######## design 1 ########
Fig. 1: design 1, pin map
Pins as bars across the die edge, other pins in gray.
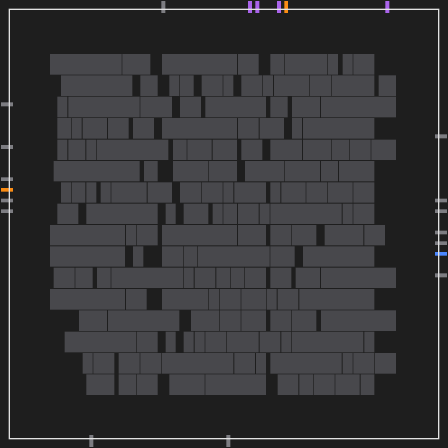

$ cat config.mk
export PLATFORM = sky130hd
export DESIGN_NAME = match_controller_flat
export DESIGN_NICKNAME = d
export VERILOG_FILES = /design/src/rtl/pong_pkg.sv /design/src/rtl/match_controller_if.sv /design/src/rtl/frame_timer.sv /design/src/rtl/match_controller.sv /design/src/flat_wrapper.sv
export SDC_FILE = /design/constraint.sdc
export NUM_CORES = 1
export LEC_CHECK = 0
export CORE_MARGIN = 5
export CORE_UTILIZATION = 60
export DETAILED_ROUTE_END_ITERATION = 6
export DONT_BUFFER_PORTS = 1
export PLACE_DENSITY = 0.83
export SETUP_SLACK_MARGIN = 0.4
export SLEW_MARGIN = 25
export SYNTH_ARGS = -nofsm -noshare
export SYNTH_HDL_FRONTEND = slang
export SYNTH_SLANG_ARGS = --single-unit
$ cat constraint.sdc
create_clock -name clk50M -period 1.9 [get_ports clk50M]
set_input_delay 0.285 -clock clk50M [delete_from_list [all_inputs] [get_ports clk50M]]
set_output_delay 0.285 -clock clk50M [all_outputs]
set_load 0.05 [all_outputs]
$ cat src/rtl/pong_pkg.sv
// pong_pkg: shared constants and types for the pong match controller.
//   SCORE_W / TIMER_W  : score and frame-timer widths
//   ST_*               : game-state encodings (also exported on game_state)
//   WIN_*              : winner encodings
//   sat_inc()          : score increment that stops at a limit
package pong_pkg;

  localparam int unsigned SCORE_W = 4;
  localparam int unsigned TIMER_W = 8;

  localparam logic [1:0] ST_IDLE  = 2'b00;
  localparam logic [1:0] ST_SERVE = 2'b01;
  localparam logic [1:0] ST_PLAY  = 2'b10;
  localparam logic [1:0] ST_OVER  = 2'b11;

  typedef enum logic [1:0] {
    IDLE  = ST_IDLE,
    SERVE = ST_SERVE,
    PLAY  = ST_PLAY,
    OVER  = ST_OVER
  } state_t;

  localparam logic [1:0] WIN_NONE = 2'b00;
  localparam logic [1:0] WIN_ONE  = 2'b01;
  localparam logic [1:0] WIN_TWO  = 2'b10;
  localparam logic [1:0] WIN_TIE  = 2'b11;

  // Increment s when hit is set, but never past lim.
  function automatic logic [SCORE_W-1:0] sat_inc(input logic [SCORE_W-1:0] s,
                                                 input logic               hit,
                                                 input logic [SCORE_W-1:0] lim);
    return (hit && (s < lim)) ? s + SCORE_W'(1) : s;
  endfunction

endpackage

$ cat src/rtl/match_controller_if.sv
// match_controller_if: game-level signals between the match controller and
// the rest of the pong design.
//   endofframe  : one-cycle pulse per video frame (to controller)
//   missed[1:0] : wall-hit levels, bit0 left, bit1 right (to controller)
//   is_moving   : joystick deflected level (to controller)
//   restart     : hold ball at centre (from controller)
//   score_one / score_two : binary scores (from controller)
//   point_pulse : one-cycle scoring pulse, bit0 p1, bit1 p2 (from controller)
//   winner      : 00 none, 01 p1, 10 p2, 11 tie (from controller)
//   game_state  : current state encoding (from controller)
// Modports: slave = controller side, master = environment side.
interface match_controller_if;
  import pong_pkg::*;

  logic               endofframe;
  logic [1:0]         missed;
  logic               is_moving;
  logic               restart;
  logic [SCORE_W-1:0] score_one;
  logic [SCORE_W-1:0] score_two;
  logic [1:0]         point_pulse;
  logic [1:0]         winner;
  logic [1:0]         game_state;

  modport slave (
    input  endofframe, missed, is_moving,
    output restart, score_one, score_two, point_pulse, winner, game_state
  );

  modport master (
    output endofframe, missed, is_moving,
    input  restart, score_one, score_two, point_pulse, winner, game_state
  );

endinterface

$ cat src/rtl/frame_timer.sv
// frame_timer: loadable down-counter that steps once per frame tick and
// stops at zero.
//   clk50M, reset : clock, async active-high reset (count -> 0)
//   load          : load count with load_value (wins over tick)
//   load_value    : reload value
//   tick          : decrement enable (endofframe)
//   count         : current count
//   done          : count is zero
module frame_timer
  import pong_pkg::*;
(
  input  logic               clk50M,
  input  logic               reset,
  input  logic               load,
  input  logic [TIMER_W-1:0] load_value,
  input  logic               tick,
  output logic [TIMER_W-1:0] count,
  output logic               done
);

  always_ff @(posedge clk50M or posedge reset) begin
    if (reset) begin
      count <= '0;
    end else if (load) begin
      count <= load_value;
    end else if (tick && (count != '0)) begin
      count <= count - TIMER_W'(1);
    end
  end

  assign done = (count == '0);

endmodule

$ cat src/rtl/match_controller.sv
// match_controller: pong match sequencing (idle, serve delay, rally, game
// over), scoring and winner detection.
//   clk50M : system clock, all state changes on its rising edge
//   reset  : asynchronous active-high reset
//   bus    : match_controller_if.slave (frame pulse, misses, joystick in;
//            restart, scores, point pulse, winner, state out)
// Parameters: WIN_SCORE (1..15) points to win, SERVE_FRAMES (1..255) frames
// held before a serve and after game over.
// Build option: define MATCH_AUTO_SERVE_EN to serve as soon as the serve
// delay expires, without waiting for joystick movement.
module match_controller
  import pong_pkg::*;
#(
  parameter int unsigned WIN_SCORE    = 7,
  parameter int unsigned SERVE_FRAMES = 120
) (
  input  logic clk50M,
  input  logic reset,
  match_controller_if.slave bus
);

  localparam logic [SCORE_W-1:0] WIN_VAL   = SCORE_W'(WIN_SCORE);
  localparam logic [TIMER_W-1:0] SERVE_VAL = TIMER_W'(SERVE_FRAMES);

`ifdef MATCH_AUTO_SERVE_EN
  localparam logic AUTO_SERVE = 1'b1;
`else
  localparam logic AUTO_SERVE = 1'b0;
`endif

  state_t             state, state_n;
  logic [SCORE_W-1:0] score_one, score_two, score_one_n, score_two_n;
  logic [1:0]         winner, winner_n;
  logic [1:0]         point_pulse, point_pulse_n;
  logic               tmr_load;
  logic               tmr_done;
  logic [TIMER_W-1:0] tmr_count;

  // The controller only needs done; count is exposed for observers.
  logic unused_tmr_count;
  assign unused_tmr_count = ^tmr_count;

  frame_timer u_frame_timer (
    .clk50M     (clk50M),
    .reset      (reset),
    .load       (tmr_load),
    .load_value (SERVE_VAL),
    .tick       (bus.endofframe),
    .count      (tmr_count),
    .done       (tmr_done)
  );

  // State and score registers.
  always_ff @(posedge clk50M or posedge reset) begin
    if (reset) begin
      state       <= IDLE;
      score_one   <= '0;
      score_two   <= '0;
      winner      <= WIN_NONE;
      point_pulse <= 2'b00;
    end else begin
      state       <= state_n;
      score_one   <= score_one_n;
      score_two   <= score_two_n;
      winner      <= winner_n;
      point_pulse <= point_pulse_n;
    end
  end

  // Next-state, scoring and timer-load decode.
  always_comb begin
    state_n       = state;
    score_one_n   = score_one;
    score_two_n   = score_two;
    winner_n      = winner;
    point_pulse_n = 2'b00;
    tmr_load      = 1'b0;

    case (state)
      IDLE: begin
        if (bus.is_moving) begin
          score_one_n = '0;
          score_two_n = '0;
          winner_n    = WIN_NONE;
          tmr_load    = 1'b1;
          state_n     = SERVE;
        end
      end
      SERVE: begin
        if (tmr_done && (bus.is_moving || AUTO_SERVE)) begin
          state_n = PLAY;
        end
      end
      PLAY: begin
        // Left wall (bit0) is a point for player two, right wall for player one.
        // Leaving PLAY in the same edge keeps a held miss from counting twice.
        if (bus.endofframe && (bus.missed != 2'b00)) begin
          score_one_n   = sat_inc(score_one, bus.missed[1], WIN_VAL);
          score_two_n   = sat_inc(score_two, bus.missed[0], WIN_VAL);
          point_pulse_n = {bus.missed[0], bus.missed[1]};
          tmr_load      = 1'b1;
          if ((score_one_n == WIN_VAL) || (score_two_n == WIN_VAL)) begin
            winner_n = {score_two_n == WIN_VAL, score_one_n == WIN_VAL};
            state_n  = OVER;
          end else begin
            state_n  = SERVE;
          end
        end
      end
      OVER: begin
        if (tmr_done) begin
          state_n = IDLE;
        end
      end
      default: state_n = IDLE;
    endcase
  end

  assign bus.restart     = (state != PLAY);
  assign bus.score_one   = score_one;
  assign bus.score_two   = score_two;
  assign bus.point_pulse = point_pulse;
  assign bus.winner      = winner;
  assign bus.game_state  = state;

endmodule

$ cat src/flat_wrapper.sv
// flat-port wrapper written by rule: the top's interface ports become plain ports
module match_controller_flat import pong_pkg::*;
#(
  parameter int unsigned WIN_SCORE    = 7,
  parameter int unsigned SERVE_FRAMES = 120
)
  (clk50M, reset, bus_endofframe, bus_missed, bus_is_moving, bus_restart, bus_score_one, bus_score_two, bus_point_pulse, bus_winner, bus_game_state);
  match_controller_if bus_i ();
  input  logic clk50M;
  input  logic reset;
  input wire logic [$bits(bus_i.endofframe)-1:0] bus_endofframe;
  input wire logic [$bits(bus_i.missed)-1:0] bus_missed;
  input wire logic [$bits(bus_i.is_moving)-1:0] bus_is_moving;
  output wire logic [$bits(bus_i.restart)-1:0] bus_restart;
  output wire logic [$bits(bus_i.score_one)-1:0] bus_score_one;
  output wire logic [$bits(bus_i.score_two)-1:0] bus_score_two;
  output wire logic [$bits(bus_i.point_pulse)-1:0] bus_point_pulse;
  output wire logic [$bits(bus_i.winner)-1:0] bus_winner;
  output wire logic [$bits(bus_i.game_state)-1:0] bus_game_state;
  assign bus_i.endofframe = bus_endofframe;
  assign bus_i.missed = bus_missed;
  assign bus_i.is_moving = bus_is_moving;
  assign bus_restart = bus_i.restart;
  assign bus_score_one = bus_i.score_one;
  assign bus_score_two = bus_i.score_two;
  assign bus_point_pulse = bus_i.point_pulse;
  assign bus_winner = bus_i.winner;
  assign bus_game_state = bus_i.game_state;
  match_controller #(.WIN_SCORE(WIN_SCORE), .SERVE_FRAMES(SERVE_FRAMES)) u_core (.clk50M(clk50M), .reset(reset), .bus(bus_i));
endmodule
######## design 2 ########
**src/rtl/alu_pkg.sv**
```systemverilog
// Shared encodings for the ALU op sequencer: ALU op codes, MIPS opcode/funct fields,
// FSM states and the decoded-issue bundle passed from the decoder to the sequencer.
package alu_pkg;

    typedef enum logic [3:0] {
        ALU_ADD  = 4'd0,
        ALU_SUB  = 4'd1,
        ALU_AND  = 4'd2,
        ALU_OR   = 4'd3,
        ALU_XOR  = 4'd4,
        ALU_LUI  = 4'd5,
        ALU_SLL  = 4'd6,
        ALU_SRL  = 4'd7,
        ALU_SRA  = 4'd8,
        ALU_PARK = 4'hF
    } alu_op_e;

    localparam logic [5:0] OPC_RTYPE = 6'h00;
    localparam logic [5:0] OPC_ADDI  = 6'h08;
    localparam logic [5:0] OPC_ANDI  = 6'h0C;
    localparam logic [5:0] OPC_ORI   = 6'h0D;
    localparam logic [5:0] OPC_XORI  = 6'h0E;
    localparam logic [5:0] OPC_LUI   = 6'h0F;

    localparam logic [5:0] FN_SLL = 6'h00;
    localparam logic [5:0] FN_SRL = 6'h02;
    localparam logic [5:0] FN_SRA = 6'h03;
    localparam logic [5:0] FN_ADD = 6'h20;
    localparam logic [5:0] FN_SUB = 6'h22;
    localparam logic [5:0] FN_AND = 6'h24;
    localparam logic [5:0] FN_OR  = 6'h25;
    localparam logic [5:0] FN_XOR = 6'h26;

    typedef enum logic [1:0] {
        ST_IDLE   = 2'd0,
        ST_DECODE = 2'd1,
        ST_EXEC   = 2'd2,
        ST_RESP   = 2'd3
    } seq_state_e;

    typedef struct packed {
        alu_op_e     ctrl;
        logic [31:0] a;
        logic [31:0] b;
        logic [31:0] imm;
        logic        legal;
    } dec_t;

    function automatic logic [31:0] sext16(input logic [15:0] v);
        return {{16{v[15]}}, v};
    endfunction

    function automatic logic [31:0] zext16(input logic [15:0] v);
        return {16'h0000, v};
    endfunction

endpackage

```
**src/rtl/alu_op_sequencer_if.sv**
```systemverilog
// Request, ALU-side and response signals of the ALU op sequencer.
// slave = the sequencer itself; master = requester, external ALU and response consumer.
interface alu_op_sequencer_if;
    logic        InValid;
    logic        InReady;
    logic [31:0] Instr;
    logic [31:0] RsData;
    logic [31:0] RtData;

    logic [3:0]  ALUControl;
    logic [31:0] A;
    logic [31:0] B;
    logic [31:0] Immediate;
    logic [31:0] ALUResult;
    logic        Zero;

    logic        OutValid;
    logic        OutReady;
    logic [31:0] Result;
    logic        ZeroOut;
    logic        Illegal;

    modport slave (
        input  InValid, Instr, RsData, RtData, ALUResult, Zero, OutReady,
        output InReady, ALUControl, A, B, Immediate, OutValid, Result, ZeroOut, Illegal
    );

    modport master (
        output InValid, Instr, RsData, RtData, ALUResult, Zero, OutReady,
        input  InReady, ALUControl, A, B, Immediate, OutValid, Result, ZeroOut, Illegal
    );
endinterface

```
**src/rtl/alu_seq_decode.sv**
```systemverilog
// alu_seq_decode: MIPS instruction + operands -> ALU control, A, B, Immediate and legal flag.
// Latency: none, purely combinational. Backpressure: none, re-evaluated every cycle.
// Shift funct codes decode only with ALU_SEQ_SHIFT_EN defined; otherwise they fall through as illegal.
module alu_seq_decode
    import alu_pkg::*;
(
    input  logic [31:0] instr,
    input  logic [31:0] rs_dat,
    input  logic [31:0] rt_dat,
    output dec_t        dec
);
    logic [5:0]  opcode;
    logic [5:0]  funct;
    logic [15:0] imm16;
    logic        unused_fields;

    assign opcode        = instr[31:26];
    assign funct         = instr[5:0];
    assign imm16         = instr[15:0];
    // Register-number fields are irrelevant: operand values arrive already read.
    assign unused_fields = ^instr[25:16];

`ifdef ALU_SEQ_SHIFT_EN
    logic [4:0] shamt;
    assign shamt = instr[10:6];
`endif

    always_comb begin
        dec      = '0;
        dec.ctrl = ALU_PARK;
        case (opcode)
            OPC_RTYPE: begin
                dec.legal = 1'b1;
                dec.a     = rs_dat;
                dec.b     = rt_dat;
                case (funct)
                    FN_ADD: dec.ctrl = ALU_ADD;
                    FN_SUB: dec.ctrl = ALU_SUB;
                    FN_AND: dec.ctrl = ALU_AND;
                    FN_OR:  dec.ctrl = ALU_OR;
                    FN_XOR: dec.ctrl = ALU_XOR;
`ifdef ALU_SEQ_SHIFT_EN
                    FN_SLL: begin dec.ctrl = ALU_SLL; dec.a = rt_dat; dec.b = {27'd0, shamt}; end
                    FN_SRL: begin dec.ctrl = ALU_SRL; dec.a = rt_dat; dec.b = {27'd0, shamt}; end
                    FN_SRA: begin dec.ctrl = ALU_SRA; dec.a = rt_dat; dec.b = {27'd0, shamt}; end
`endif
                    default: dec.legal = 1'b0;
                endcase
            end
            OPC_ADDI: begin dec.legal = 1'b1; dec.ctrl = ALU_ADD; dec.a = rs_dat; dec.b = sext16(imm16); end
            OPC_ANDI: begin dec.legal = 1'b1; dec.ctrl = ALU_AND; dec.a = rs_dat; dec.b = zext16(imm16); end
            OPC_ORI:  begin dec.legal = 1'b1; dec.ctrl = ALU_OR;  dec.a = rs_dat; dec.b = zext16(imm16); end
            OPC_XORI: begin dec.legal = 1'b1; dec.ctrl = ALU_XOR; dec.a = rs_dat; dec.b = zext16(imm16); end
            OPC_LUI:  begin dec.legal = 1'b1; dec.ctrl = ALU_LUI; dec.a = rs_dat; dec.imm = zext16(imm16); end
            default:  dec.legal = 1'b0;
        endcase
        // Illegal ops leave the ALU parked and zero operands.
        if (!dec.legal) begin
            dec      = '0;
            dec.ctrl = ALU_PARK;
        end
    end
endmodule

```
**src/rtl/alu_op_sequencer.sv**
```systemverilog
// alu_op_sequencer: issues one MIPS ALU instruction at a time to an external combinational ALU.
// Latency: handshake cycle to OutValid is 3 cycles for legal ops, 2 for illegal ones.
// Backpressure: one op in flight; InReady only in IDLE, response held in RESP until OutReady (ALU_SEQ_SHIFT_EN enables shifts).
module alu_op_sequencer
    import alu_pkg::*;
(
    input  logic              clk,
    input  logic              reset_n,
    alu_op_sequencer_if.slave io
);
    seq_state_e  state_q, state_d;
    logic        in_rdy, out_vld, accept;
    logic [31:0] instr_q, rs_q, rt_q;
    dec_t        dec;
    alu_op_e     ctrl_q;
    logic [31:0] a_q, b_q, imm_q, result_q;
    logic        zero_q, illegal_q;

    alu_seq_decode u_decode (
        .instr  (instr_q),
        .rs_dat (rs_q),
        .rt_dat (rt_q),
        .dec    (dec)
    );

    always_ff @(posedge clk or negedge reset_n) begin
        if (!reset_n) state_q <= ST_IDLE;
        else          state_q <= state_d;
    end

    always_comb begin
        state_d = state_q;
        in_rdy  = 1'b0;
        out_vld = 1'b0;
        case (state_q)
            ST_IDLE: begin
                in_rdy = 1'b1;
                if (io.InValid) state_d = ST_DECODE;
            end
            ST_DECODE: state_d = dec.legal ? ST_EXEC : ST_RESP;
            ST_EXEC:   state_d = ST_RESP;
            ST_RESP: begin
                out_vld = 1'b1;
                if (io.OutReady) state_d = ST_IDLE;
            end
            default:   state_d = ST_IDLE;
        endcase
    end

    assign accept = in_rdy && io.InValid;

    always_ff @(posedge clk or negedge reset_n) begin
        if (!reset_n) begin
            instr_q <= '0;
            rs_q    <= '0;
            rt_q    <= '0;
        end else if (accept) begin
            instr_q <= io.Instr;
            rs_q    <= io.RsData;
            rt_q    <= io.RtData;
        end
    end

    // Parking ALUControl after every op guarantees the next issue is a visible change.
    always_ff @(posedge clk or negedge reset_n) begin
        if (!reset_n) begin
            ctrl_q    <= ALU_PARK;
            a_q       <= '0;
            b_q       <= '0;
            imm_q     <= '0;
            result_q  <= '0;
            zero_q    <= 1'b0;
            illegal_q <= 1'b0;
        end else if (state_q == ST_DECODE) begin
            if (dec.legal) begin
                ctrl_q <= dec.ctrl;
                a_q    <= dec.a;
                b_q    <= dec.b;
                imm_q  <= dec.imm;
            end else begin
                result_q  <= '0;
                zero_q    <= 1'b0;
                illegal_q <= 1'b1;
            end
        end else if (state_q == ST_EXEC) begin
            ctrl_q    <= ALU_PARK;
            result_q  <= io.ALUResult;
            zero_q    <= io.Zero;
            illegal_q <= 1'b0;
        end
    end

    assign io.InReady    = in_rdy;
    assign io.OutValid   = out_vld;
    assign io.ALUControl = ctrl_q;
    assign io.A          = a_q;
    assign io.B          = b_q;
    assign io.Immediate  = imm_q;
    assign io.Result     = result_q;
    assign io.ZeroOut    = zero_q;
    assign io.Illegal    = illegal_q;
endmodule

```
**src/flat_wrapper.sv**
```systemverilog
// flat-port wrapper written by rule: the top's interface ports become plain ports
module alu_op_sequencer_flat import alu_pkg::*;
  (clk, reset_n, io_InValid, io_Instr, io_RsData, io_RtData, io_ALUResult, io_Zero, io_OutReady, io_InReady, io_ALUControl, io_A, io_B, io_Immediate, io_OutValid, io_Result, io_ZeroOut, io_Illegal);
  alu_op_sequencer_if io_i ();
  input  logic clk;
  input  logic reset_n;
  input wire logic [$bits(io_i.InValid)-1:0] io_InValid;
  input wire logic [$bits(io_i.Instr)-1:0] io_Instr;
  input wire logic [$bits(io_i.RsData)-1:0] io_RsData;
  input wire logic [$bits(io_i.RtData)-1:0] io_RtData;
  input wire logic [$bits(io_i.ALUResult)-1:0] io_ALUResult;
  input wire logic [$bits(io_i.Zero)-1:0] io_Zero;
  input wire logic [$bits(io_i.OutReady)-1:0] io_OutReady;
  output wire logic [$bits(io_i.InReady)-1:0] io_InReady;
  output wire logic [$bits(io_i.ALUControl)-1:0] io_ALUControl;
  output wire logic [$bits(io_i.A)-1:0] io_A;
  output wire logic [$bits(io_i.B)-1:0] io_B;
  output wire logic [$bits(io_i.Immediate)-1:0] io_Immediate;
  output wire logic [$bits(io_i.OutValid)-1:0] io_OutValid;
  output wire logic [$bits(io_i.Result)-1:0] io_Result;
  output wire logic [$bits(io_i.ZeroOut)-1:0] io_ZeroOut;
  output wire logic [$bits(io_i.Illegal)-1:0] io_Illegal;
  assign io_i.InValid = io_InValid;
  assign io_i.Instr = io_Instr;
  assign io_i.RsData = io_RsData;
  assign io_i.RtData = io_RtData;
  assign io_i.ALUResult = io_ALUResult;
  assign io_i.Zero = io_Zero;
  assign io_i.OutReady = io_OutReady;
  assign io_InReady = io_i.InReady;
  assign io_ALUControl = io_i.ALUControl;
  assign io_A = io_i.A;
  assign io_B = io_i.B;
  assign io_Immediate = io_i.Immediate;
  assign io_OutValid = io_i.OutValid;
  assign io_Result = io_i.Result;
  assign io_ZeroOut = io_i.ZeroOut;
  assign io_Illegal = io_i.Illegal;
  alu_op_sequencer u_core (.clk(clk), .reset_n(reset_n), .io(io_i));
endmodule
```
**config.mk**
```make
export PLATFORM = sky130hd
export DESIGN_NAME = alu_op_sequencer_flat
export DESIGN_NICKNAME = d
export VERILOG_FILES = /design/src/rtl/alu_pkg.sv /design/src/rtl/alu_op_sequencer_if.sv /design/src/rtl/alu_seq_decode.sv /design/src/rtl/alu_op_sequencer.sv /design/src/flat_wrapper.sv
export SDC_FILE = /design/constraint.sdc
export NUM_CORES = 1
export LEC_CHECK = 0
export CAP_MARGIN = 20
export CORE_ASPECT_RATIO = 0.75
export CORE_UTILIZATION = 45
export CTS_CLUSTER_DIAMETER = 50
export DETAILED_ROUTE_END_ITERATION = 10
export HOLD_SLACK_MARGIN = 0.05
export PLACE_DENSITY = 0.75
export SYNTH_ARGS = -nofsm -noshare
export SYNTH_HDL_FRONTEND = slang
export SYNTH_HIERARCHICAL = 1
export SYNTH_SLANG_ARGS = --single-unit
export TNS_END_PERCENT = 5
```
**constraint.sdc**
```tcl
create_clock -name clk -period 2.7 [get_ports clk]
set_clock_uncertainty 0.05 [all_clocks]
set_input_delay 0.54 -clock clk [delete_from_list [all_inputs] [get_ports clk]]
set_output_delay 0.54 -clock clk [all_outputs]
set_load 0.01 [all_outputs]
```
Fig. 2: design 1, clock network drawn from the DEF
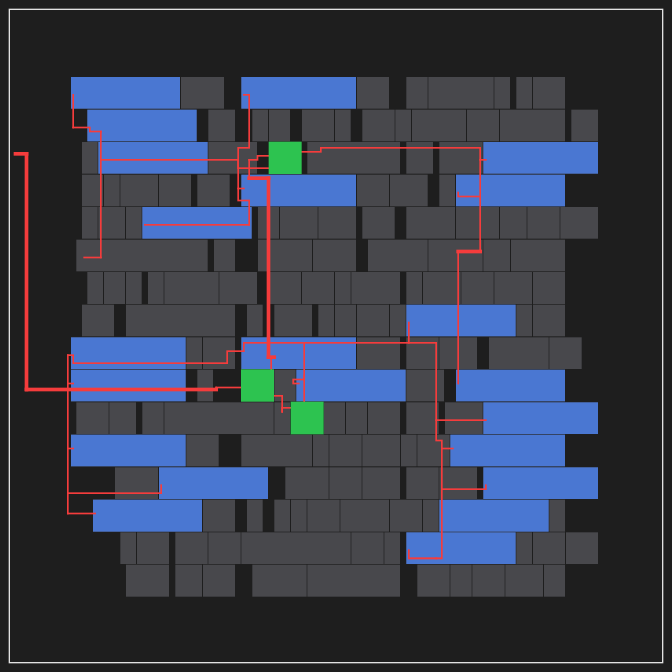
legend:
  green:
    item: cells driving clock nets
    count: 3
  blue:
    item: flip-flops
    count: 22
  red:
    item: clock wires
    length: 262 um
routed clock nets: 4
clock latency of the later-clocked register in the worst-skew pair: 0.31 ns
Clk power: 368 uW
clock network fraction of design power: 19.6%
Fin Clk Skew: 0.003771 ns

## Picture notes: Fig. 1
legend:
  blue:
    port: `bus_endofframe`
    pins: 1
    direction: input
    edge: right
  purple:
    port: `bus_score_two`
    pins: 4
    direction: output
    edge: top
  orange:
    port: `bus_missed`
    pins: 2
    direction: input
    edge: 1 top, 1 left
all pins by edge: 7 right, 6 top, 6 left, 2 bottom
count of port buffers added during placement: 0
die outline width: 54.53 um
height of the chip: 54.53 um

==> results.txt, design 1 <==
From the run reports.

- After synthesis the cells add up to 1190 um^2.
- Among all stages on the critical path, the maximum delay recorded is 0.47 ns.
- The main area contributors are dfrtp_1 46%, nor2_1 5.0%, ha_1 4.2%, inv_1 3.5%, nand2_1 3.2%.
- The startpoint type of the worst setup path reads a flip-flop.
- The run finished with clean final reports.
- The total via count in the routed design reads 1338.
- The clock tree from TritonCTS reads done.
- The cell type with the highest aggregate area in the netlist is dfrtp_1.
- In the detailed route, the total length drawn on met2 is 2.146 mm.
- Looking at the setup timing report, the critical path kind is flip-flop to flip-flop.
- The dominant kind of combinational cell is simple AND/OR/NAND/NOR gates.
- The number of nets in the synthesized netlist is 136.
- Before placement the cells fill 61.91% of the core.
- Summing all placed instances gives a cell area of 1349 um^2.
- Summed over all combinational cells, the power is 751 uW.
- The top cell type's share of synthesized area is 46.27%.
- u_core.u_frame_timer.count holds more flip-flops than any other register.
- The global routing met1 resource utilization is 31.18%.
- The violation count after the first detailed-route iteration is 66.
- The net switching fraction of the power is 39.55%.
- Setup repair after global routing could not meet its margin everywhere.
- The most used flip-flop cell after synthesis is dfrtp_1.
- The number of clock sinks reads 22.
- The detailed-route vias per instance is 7.042.
- The number of H-tree levels reads 1.
- The number of buffers added by the clock tree synthesis step reads 3.
- The most used standard cell by instance count after synthesis reads dfrtp_1.
- The area of all placed cells without fillers is 1717 um^2.
- For this design the top-level I/O count stands at 21.
==> design 1: final cells by class <==
type,instances,area [um^2]
Tap cell,27,33.78
Fill cell,80,205.2
Multi-Input combinational cell,90,742.0
Clock inverter,1,30.03
Sequential cell,22,563.0
Timing Repair Buffer,36,284.0
Clock buffer,3,22.52
Inverter,11,41.29
==> design 1: timing repair <==
action | in CTS | in global routing
hold endpoints to repair | 22 | 0
endpoints found under the setup margin | 15 | 18
gates resized | 14 | 22
buffers inserted | 11 | 11
pin swaps | 7 | 13
hold buffers | 1 | 0
Fig. 3: design 2, pin map
Pins as bars across the die edge, other pins in gray.
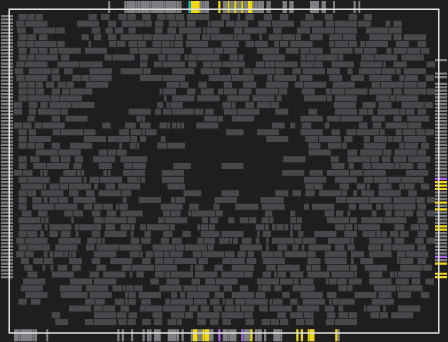
legend:
  purple:
    port: `io_ALUControl`
    pins: 4
    direction: output
    edge: 2 right, 2 bottom
  cyan:
    port: `io_ZeroOut`
    pins: 1
    direction: output
    edge: top
  yellow:
    port: `io_Immediate`
    pins: 32
    direction: output
    edge: 12 bottom, 10 right, 10 top
all pins by edge: 78 left, 69 top, 63 bottom, 59 right

==> results.txt, design 2 <==
From the run reports.

- The power density normalized to cell area reads 1021 nW/um^2.
- The worst hold slack across all endpoints is 0.4388 ns.
- The final layout report lists a filler cell count of 1617.
- The worst stage delay on the critical path reads 0.62 ns.
- The post-synth design cell area reads 9716 um^2.
- The worst-path maximum fanout reads 5.
- The detailed-route vias per instance reads 5.007.
- Row generation in the floorplan step produced 46 rows.
- The top cell type in the final layout, fill and taps aside, is clkdlybuf4s50_1.
- The core region area reads 21180 um^2.
- For this block, the routed nets add up to 23.07 mm of wire.
- After routing the design area is 13440 um^2.
- The last element of the critical path is io_InReady.
- The placed standard-cell area is 12560 um^2.
- Per the slew report, the remaining headroom to the max-slew limit stands at 45.11%.
- The horizontal die dimension reads 171.7 um.
- The global-route congestion overflow total is 0.
- The power in sequential cells reads 5.30 mW.
- The startpoint type of the worst setup path is a flip-flop.
- The internal portion of total power reads 9.603 mW.
- The routed layout reports a DRC error count of 0.
- The post-CTS clock slew at the launch and capture registers of the worst setup and hold paths reads 0.06 ns.
- The pre-placement core utilization reads 45.87%.
- The run finished with clean final reports.
design 2: repair_timing:
item / CTS / global route
hold endpoints to repair: 64 / 0
hold buffers: 1 / 0
gates resized: 0 / 2
setup endpoints to repair: 0 / 33
setup buffers: 0 / 0
design 2: worst max-delay path: cells and delay by family (launching register included):
family	cells	cell delay [ns]
adders and majority gates	1	0.27
DFF	1	0.43
buffers and inverters	2	0.72
design 2: area by class of cell:
type                    count  share of cell area [%]
multi-input cells         390                   28.19
well taps                 288                   2.681
clock inverters            10                  0.8378
clock buffers              35                   5.548
flip-flops and latches    222                   41.37
inverters                   8                  0.2234
repair buffers            279                   21.15

==> screenshots <==
M4 wires.
image #1
Bar = 50 um.
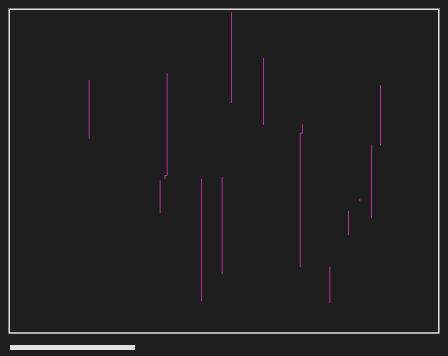
image #2
Bar = 20 um.
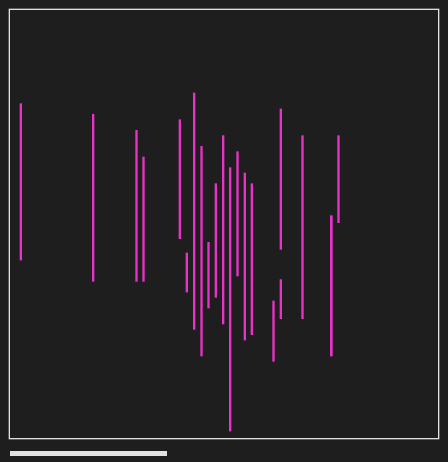
- largest die: image #1
For design 2, see image #1.
For design 1, see image #2.

Key to image #1:
longest straight run: 53.7 um
main direction: vertical
nets with wire on the layer: 6



==> notes/layouts.md <==
Pictures saved along the way, in no particular order.

Clock wiring as the flow saved it.
shot_01.png
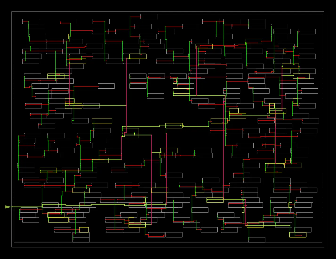
shot_02.png
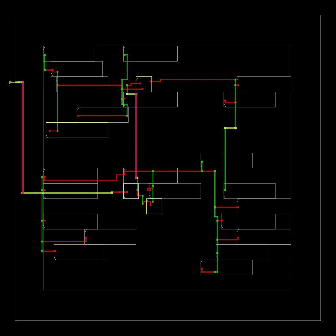
- most sequential cells: shot_01.png
- most clock buffers: shot_01.png
| picture | from |
|---|---|
| shot_02.png | design 1 |
| shot_01.png | design 2 |

Power is estimated from default activity; no workload was simulated.
